# totp_digit_extract

**totp_digit_extract: signal wires on met1**

Bar = 20 um. Supply wires on this layer in gray.
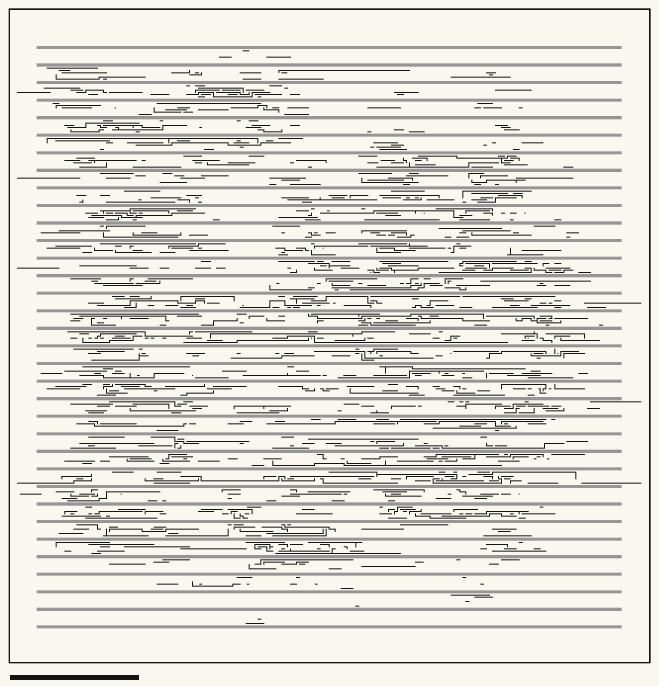

`src/rtl/totp_digit_extract.sv`:
```
// Sequential double-dabble converter for a truncated HOTP/TOTP code, with per-digit readout.
// Define TOTP_SEG_DECODER_EN to build the 7-segment decoder; otherwise segs is tied low.
//
// state  | meaning
// IDLE   | no result held, waiting for start
// SHIFT  | one double-dabble step per cycle, IN_W cycles total
// DONE   | result valid, ready high until restart or rst
module totp_digit_extract #(
    parameter int IN_W   = 31,
    parameter int DIGITS = 6
) (
    input  logic            clk,
    input  logic            rst,
    input  logic            start,
    input  logic [IN_W-1:0] value,
    input  logic [2:0]      sel,
    output logic            ready,
    output logic            done,
    output logic            busy,
    output logic [3:0]      bcd,
    output logic [6:0]      segs
);

    localparam int BCD_W = DIGITS * 4;
    localparam int CNT_W = 6;

    typedef enum logic [1:0] {
        S_IDLE,
        S_SHIFT,
        S_DONE
    } state_t;

    state_t            r_state;
    state_t            w_state_nxt;
    logic [IN_W-1:0]   r_val;
    logic [BCD_W-1:0]  r_bcd;
    logic [CNT_W-1:0]  r_cnt;
    logic              r_done;
    logic [BCD_W-1:0]  w_adj;
    logic              w_last;
    logic              w_accept;
    logic [3:0]        w_nib;

    assign w_last   = (r_cnt == CNT_W'(IN_W - 1));
    assign w_accept = start && (r_state != S_SHIFT);

    always_comb begin
        w_adj = r_bcd;
        for (int i = 0; i < DIGITS; i++) begin
            if (r_bcd[i*4 +: 4] >= 4'd5) begin
                w_adj[i*4 +: 4] = r_bcd[i*4 +: 4] + 4'd3;
            end
        end
    end

    always_comb begin
        w_state_nxt = r_state;
        case (r_state)
            S_IDLE:  if (start)  w_state_nxt = S_SHIFT;
            S_SHIFT: if (w_last) w_state_nxt = S_DONE;
            S_DONE:  if (start)  w_state_nxt = S_SHIFT;
            default: w_state_nxt = S_IDLE;
        endcase
    end

    // The top nibble's carry falls off the shift, giving value mod 10^DIGITS.
    always_ff @(posedge clk) begin
        if (rst) begin
            r_state <= S_IDLE;
            r_val   <= '0;
            r_bcd   <= '0;
            r_cnt   <= '0;
            r_done  <= 1'b0;
        end else begin
            r_state <= w_state_nxt;
            r_done  <= 1'b0;
            if (w_accept) begin
                r_val <= value;
                r_bcd <= '0;
                r_cnt <= '0;
            end else if (r_state == S_SHIFT) begin
                r_bcd <= {w_adj[BCD_W-2:0], r_val[IN_W-1]};
                r_val <= r_val << 1;
                r_cnt <= r_cnt + 1'b1;
                if (w_last) r_done <= 1'b1;
            end
        end
    end

    assign ready = (r_state == S_DONE);
    assign busy  = (r_state == S_SHIFT);
    assign done  = r_done;

    always_comb begin
        w_nib = 4'hF;
        for (int i = 0; i < DIGITS; i++) begin
            if (sel == 3'(i)) w_nib = r_bcd[i*4 +: 4];
        end
    end

    assign bcd = ready ? w_nib : 4'hF;

`ifdef TOTP_SEG_DECODER_EN
    always_comb begin
        segs = 7'h00;
        case (bcd)
            4'd0: segs = 7'h3F;
            4'd1: segs = 7'h06;
            4'd2: segs = 7'h5B;
            4'd3: segs = 7'h4F;
            4'd4: segs = 7'h66;
            4'd5: segs = 7'h6D;
            4'd6: segs = 7'h7D;
            4'd7: segs = 7'h07;
            4'd8: segs = 7'h7F;
            4'd9: segs = 7'h6F;
            default: segs = 7'h00;
        endcase
    end
`else
    assign segs = 7'h00;
`endif

endmodule

```
`config.mk`:
```
export PLATFORM = sky130hd
export DESIGN_NAME = totp_digit_extract
export DESIGN_NICKNAME = d
export VERILOG_FILES = /design/src/rtl/totp_digit_extract.sv
export SDC_FILE = /design/constraint.sdc
export NUM_CORES = 1
export LEC_CHECK = 0
export CELL_PAD_IN_SITES_DETAIL_PLACEMENT = 0
export CELL_PAD_IN_SITES_GLOBAL_PLACEMENT = 1
export CORE_AREA = 4 4 95 97
export DETAILED_ROUTE_END_ITERATION = 12
export DIE_AREA = 0 0 99 101
export PLACE_DENSITY = 0.84
export SETUP_SLACK_MARGIN = 0.1
export SLEW_MARGIN = 40
export SYNTH_ARGS = -nofsm -noshare
export SYNTH_HDL_FRONTEND = slang
export SYNTH_SLANG_ARGS = --single-unit
```
`constraint.sdc`:
```
create_clock -name clk -period 1.5 [get_ports clk]
set_input_delay 0.3 -clock clk [delete_from_list [all_inputs] [get_ports clk]]
set_output_delay 0.3 -clock clk [all_outputs]
set_load 0.005 [all_outputs]
```
# regfile_write_arbiter

--- src/rtl/regfile_write_arbiter.sv ---
// Round-robin arbiter for the register file's single write port, with per-requester
// lock so one requester can own the port for back-to-back writes.
module regfile_write_arbiter #(
    parameter int NREQ   = 4,
    parameter int DWIDTH = 16,
    parameter int AWIDTH = 3
) (
    input  logic                      clk,
    input  logic                      reset,
    input  logic [NREQ-1:0]           req,
    input  logic [NREQ-1:0]           lock,
    input  logic [NREQ*AWIDTH-1:0]    addr,
    input  logic [NREQ*DWIDTH-1:0]    data,
    output logic [NREQ-1:0]           gnt,
    output logic                      wen,
    output logic [AWIDTH-1:0]         write,
    output logic [DWIDTH-1:0]         wdata,
    output logic [$clog2(NREQ)-1:0]   owner,
    output logic                      locked
);

    localparam int PW = $clog2(NREQ);

    localparam logic [0:0] S_IDLE   = 1'b0;
    localparam logic [0:0] S_LOCKED = 1'b1;

    logic [0:0]        r_state;
    logic [PW-1:0]     r_ptr;
    logic [PW-1:0]     r_owner;
    logic [NREQ-1:0]   r_gnt;
    logic              r_wen;
    logic [AWIDTH-1:0] r_write;
    logic [DWIDTH-1:0] r_wdata;

    logic [NREQ-1:0]   w_elig;
    logic              w_hi_hit;
    logic              w_lo_hit;
    int                w_hi_win;
    int                w_lo_win;
    int                w_rr_win;
    logic              w_owner_req;
    logic              w_owner_gnt;
    logic              w_grant;
    logic              w_use_rr;
    int                w_win;
    int                w_ptr_nxt;
    logic              w_win_lock;
    logic [NREQ-1:0]   w_gnt_vec;
    logic [AWIDTH-1:0] w_sel_addr;
    logic [DWIDTH-1:0] w_sel_data;
    logic [0:0]        w_state_nxt;

    always_comb begin
        // NOTE: every variable gets a default first so no path through this block infers a latch.
        w_elig   = req & ~r_gnt;
        w_hi_hit = 1'b0;
        w_hi_win = 0;
        w_lo_hit = 1'b0;
        w_lo_win = 0;
        // Descending scan: lowest eligible index at/above ptr, else lowest overall (wrap).
        for (int i = NREQ - 1; i >= 0; i--) begin
            if (w_elig[i]) begin
                w_lo_hit = 1'b1;
                w_lo_win = i;
                if (i >= int'(r_ptr)) begin
                    w_hi_hit = 1'b1;
                    w_hi_win = i;
                end
            end
        end
        w_rr_win = w_hi_hit ? w_hi_win : w_lo_win;

        w_owner_req = 1'b0;
        w_owner_gnt = 1'b0;
        for (int i = 0; i < NREQ; i++) begin
            if (i == int'(r_owner)) begin
                w_owner_req = req[i];
                w_owner_gnt = r_gnt[i];
            end
        end

        w_grant     = 1'b0;
        w_use_rr    = 1'b0;
        w_win       = 0;
        w_state_nxt = r_state;
        if (r_state == S_IDLE) begin
            if (w_lo_hit) begin
                w_grant  = 1'b1;
                w_use_rr = 1'b1;
                w_win    = w_rr_win;
            end
        end else if (w_owner_gnt) begin
            w_grant = 1'b0;
        end else if (w_owner_req) begin
            w_grant = 1'b1;
            w_win   = int'(r_owner);
        end else begin
            // Owner let go without a pending grant: release and arbitrate this cycle.
            w_state_nxt = S_IDLE;
            if (w_lo_hit) begin
                w_grant  = 1'b1;
                w_use_rr = 1'b1;
                w_win    = w_rr_win;
            end
        end

        w_gnt_vec  = '0;
        w_win_lock = 1'b0;
        w_sel_addr = '0;
        w_sel_data = '0;
        for (int i = 0; i < NREQ; i++) begin
            if (w_grant && i == w_win) begin
                w_gnt_vec[i] = 1'b1;
                w_win_lock   = lock[i];
                w_sel_addr   = addr[i*AWIDTH +: AWIDTH];
                w_sel_data   = data[i*DWIDTH +: DWIDTH];
            end
        end
        if (w_grant) begin
            w_state_nxt = w_win_lock ? S_LOCKED : S_IDLE;
        end
        w_ptr_nxt = (w_win == NREQ - 1) ? 0 : w_win + 1;
    end

    always_ff @(posedge clk or posedge reset) begin
        // NOTE: sequential state uses non-blocking assignments so every register samples pre-edge values.
        if (reset) begin
            r_state <= S_IDLE;
            r_ptr   <= '0;
            r_owner <= '0;
            r_gnt   <= '0;
            r_wen   <= 1'b0;
            r_write <= '0;
            r_wdata <= '0;
        end else begin
            r_state <= w_state_nxt;
            r_gnt   <= w_gnt_vec;
            r_wen   <= w_grant;
            if (w_grant) begin
                r_write <= w_sel_addr;
                r_wdata <= w_sel_data;
                if (w_win_lock) begin
                    r_owner <= PW'(w_win);
                end
            end
            if (w_use_rr) begin
                r_ptr <= PW'(w_ptr_nxt);
            end
        end
    end

    assign gnt    = r_gnt;
    assign wen    = r_wen;
    assign write  = r_write;
    assign wdata  = r_wdata;
    assign owner  = r_owner;
    assign locked = (r_state == S_LOCKED);

endmodule

--- config.mk ---
export PLATFORM = sky130hd
export DESIGN_NAME = regfile_write_arbiter
export DESIGN_NICKNAME = d
export VERILOG_FILES = /design/src/rtl/regfile_write_arbiter.sv
export SDC_FILE = /design/constraint.sdc
export NUM_CORES = 1
export LEC_CHECK = 0
export CORE_ASPECT_RATIO = 1.2
export CORE_MARGIN = 10
export CORE_UTILIZATION = 40
export DETAILED_ROUTE_END_ITERATION = 7
export PLACE_DENSITY = 0.9
export SLEW_MARGIN = 20
export SYNTH_ARGS = -nofsm -noshare
export SYNTH_HDL_FRONTEND = slang
export SYNTH_SLANG_ARGS = --single-unit
--- constraint.sdc ---
create_clock -name clk -period 7.6 [get_ports clk]
set_clock_uncertainty 0.05 [all_clocks]
set_input_delay 2.28 -clock clk [delete_from_list [all_inputs] [get_ports clk]]
set_output_delay 2.28 -clock clk [all_outputs]
set_load 0.005 [all_outputs]
**totp_digit_extract: the clock network**

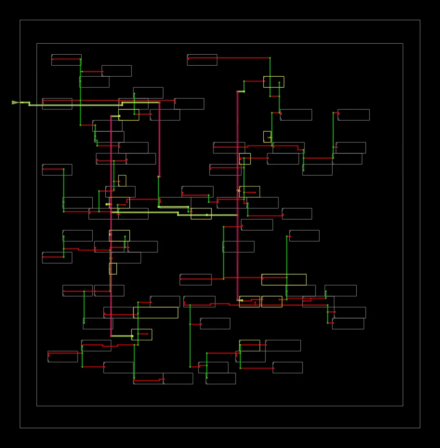
clk_skew: 0.0105 ns
clock buffer count in the final layout: 10
clock buffer count from CTS: 9
clk latency of the worst-skew pair: 0.34 ns
Sink Count: 64

About 'signal wires on met1' of totp_digit_extract:
share of all routed wire: 46%
nets with wire on the layer: 453

==> job_summary.md, totp_digit_extract <==
## Implementation flow summary

| Metric | Value |
|---|---|
| Synth Seq Share | 39.2% |
| Fin Setup TNS | -0.482 ns |
| DRC Markers | 0 |
| Input/output buffers | 43 |
| Final worst-path setup slack | -0.150 ns |
| Placed instance count | 538 |
| Die width | 99 um |
| Violated checks | setup timing |
| Status | complete, but fails checks |
| Post-synth EDFFs | 0 |
| CTS max path bufs | 2 |
| And+or+nand+nor area frac | 13.8% |
| Area grow syn2layout | 43.5% |
| Final setup vio count | 4 |
| Top-level I/O count | 51 |
## totp_digit_extract: report_power, final
part	switching (mW)	internal (mW)
logic	0.259	0.279
registers	0.0490	1.78
clock network	0.692	0.972
## totp_digit_extract: routing by layer
metal	share of wire, %	GRT usage [%]	vias to the layer above
li1	-	-	1458
met4	1.7	7.14	0
met2	48	25.7	67
met5	0	0	-
met3	4.8	3.60	13
met1	46	20.5	1346
## totp_digit_extract: placed cells by master (no fill, tap or decap), types with 7 or more instances in the layout
| cell | synthesis | routed |
|---|---|---|
| nor2_1 | 46 | 44 |
| conb_1 | 1 | 7 |
| dfxtp_1 | 64 | 46 |
| clkbuf_8 | 0 | 10 |
| buf_4 | 11 | 36 |
| buf_6 | 2 | 13 |
| o21ai_1 | 8 | 16 |
| mux2i_1 | 43 | 43 |
| nand2b_4 | 0 | 7 |
| inv_2 | 0 | 8 |
| a211oi_1 | 31 | 31 |
| ha_4 | 0 | 8 |
| o21ai_0 | 18 | 10 |
| a21oi_1 | 24 | 16 |
| buf_2 | 9 | 8 |
| nand2_1 | 22 | 22 |
| clkdlybuf4s50_1 | 0 | 32 |
| dfxtp_2 | 0 | 17 |
**regfile_write_arbiter: signal wires on met3**

Bar = 20 um.
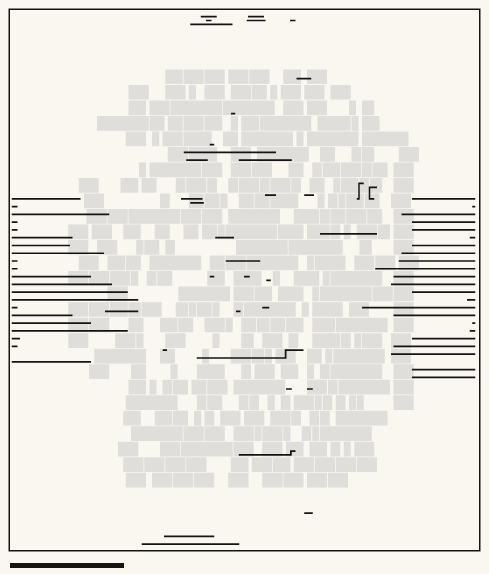
share of all routed wire: 8.3%
wire length on this layer: 585 um

==> job_summary.md, regfile_write_arbiter <==
## Implementation flow summary

| Metric | Value |
|---|---|
| Status | complete, no violations |
| Hold Path Class | reg2reg |
| Vias in the first global route | 2235 |
| Int Pwr | 0.790 mW |
| Worst Setup End Kind | flip-flop |
| Yosys Warn Count | 0 |
| Power per Cell Area | 458 nW/um^2 |
| DRC Markers | 0 |
| Top cells, area | dfrtp_1 39%, a221oi_1 9.4%, o31ai_1 6.1%, o21a_1 5.7%, a21oi_1 5.1% |
| Detailed-route wire length per cell | 19.4 um |
| Max-slew headroom | 33.2% |
| Hold Startpoint | wdata[13]$_DFFE_PP0P_ |
| Total grt overflow | 0 |
| Number of diodes | 0 |
| Worst setup endpoint | wdata[4]$_DFFE_PP0P_ |
| Synth Seq Share | 39.1% |
| Met2 routed WL | 3.50 mm |
-- regfile_write_arbiter: through the flow --
step                hold slack [ns]  util [%]
floorplan                     0.420         -
global placement              0.413      65.9
detailed placement            0.421      65.9
CTS                           0.434      67.9
global route                  0.457      67.9
finish                        0.428      67.9
-- regfile_write_arbiter: metal layers --
metal	global-route usage, %	vias to the layer above
met5	0	-
met4	11.8	0
met3	6.27	28
met2	29.9	89
met1	19.4	958
li1	-	964
-- regfile_write_arbiter: cells by family after synthesis --
kind of cell | count (synthesis) | synth area share, %
AND-OR/OR-AND | 85 | 32.3
multiplexers | 7 | 5.93
AND/OR/NAND/NOR | 54 | 13.9
buffers and inverters | 23 | 6.06
flip-flops | 29 | 39.1
adder cells (fa/ha/maj) | 4 | 2.69
-- regfile_write_arbiter: registers in the layout, indices dropped and copies added (netlist names) --
| name | count |
|---|---|
| wen | 1 |
| wdata | 16 |
| gnt | 4 |
| write | 3 |
| r_ptr | 2 |
| owner | 2 |
| locked | 1 |
-- regfile_write_arbiter: layout make-up --
cell class                 count  area (sq um)
multi-input combinational    150          1020
tap                           58          72.6
fill                         381          1460
inverter                       7          28.8
sequential                    29           726
clock buffer                   7          86.3
timing repair buffer         114          1140


==> screenshots <==
Met4 routing.
Supply wires on this layer in gray.
panel A
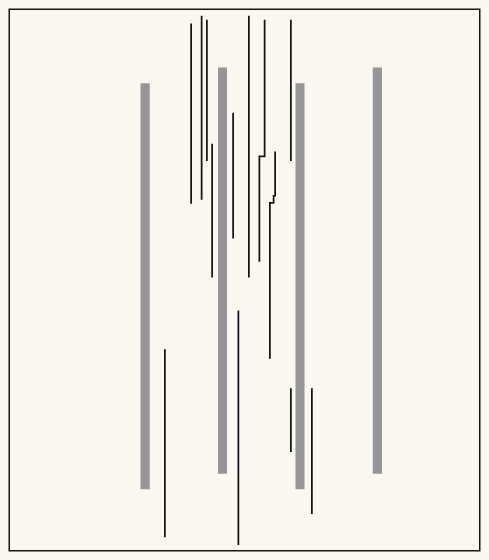
panel B
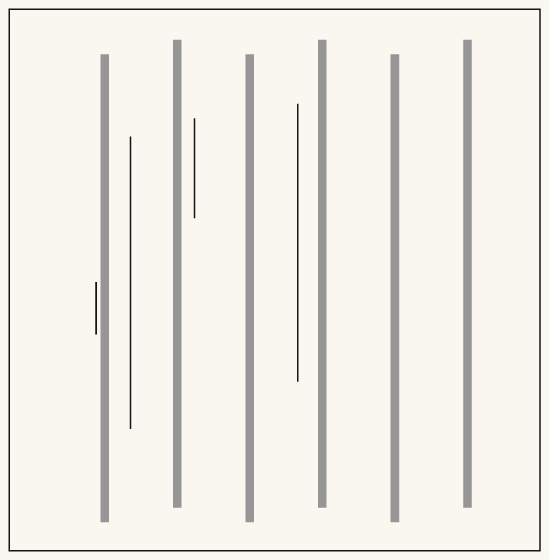
- regfile_write_arbiter = panel A
- totp_digit_extract = panel B

No activity file was given, so power comes from the tool's default toggle rates.
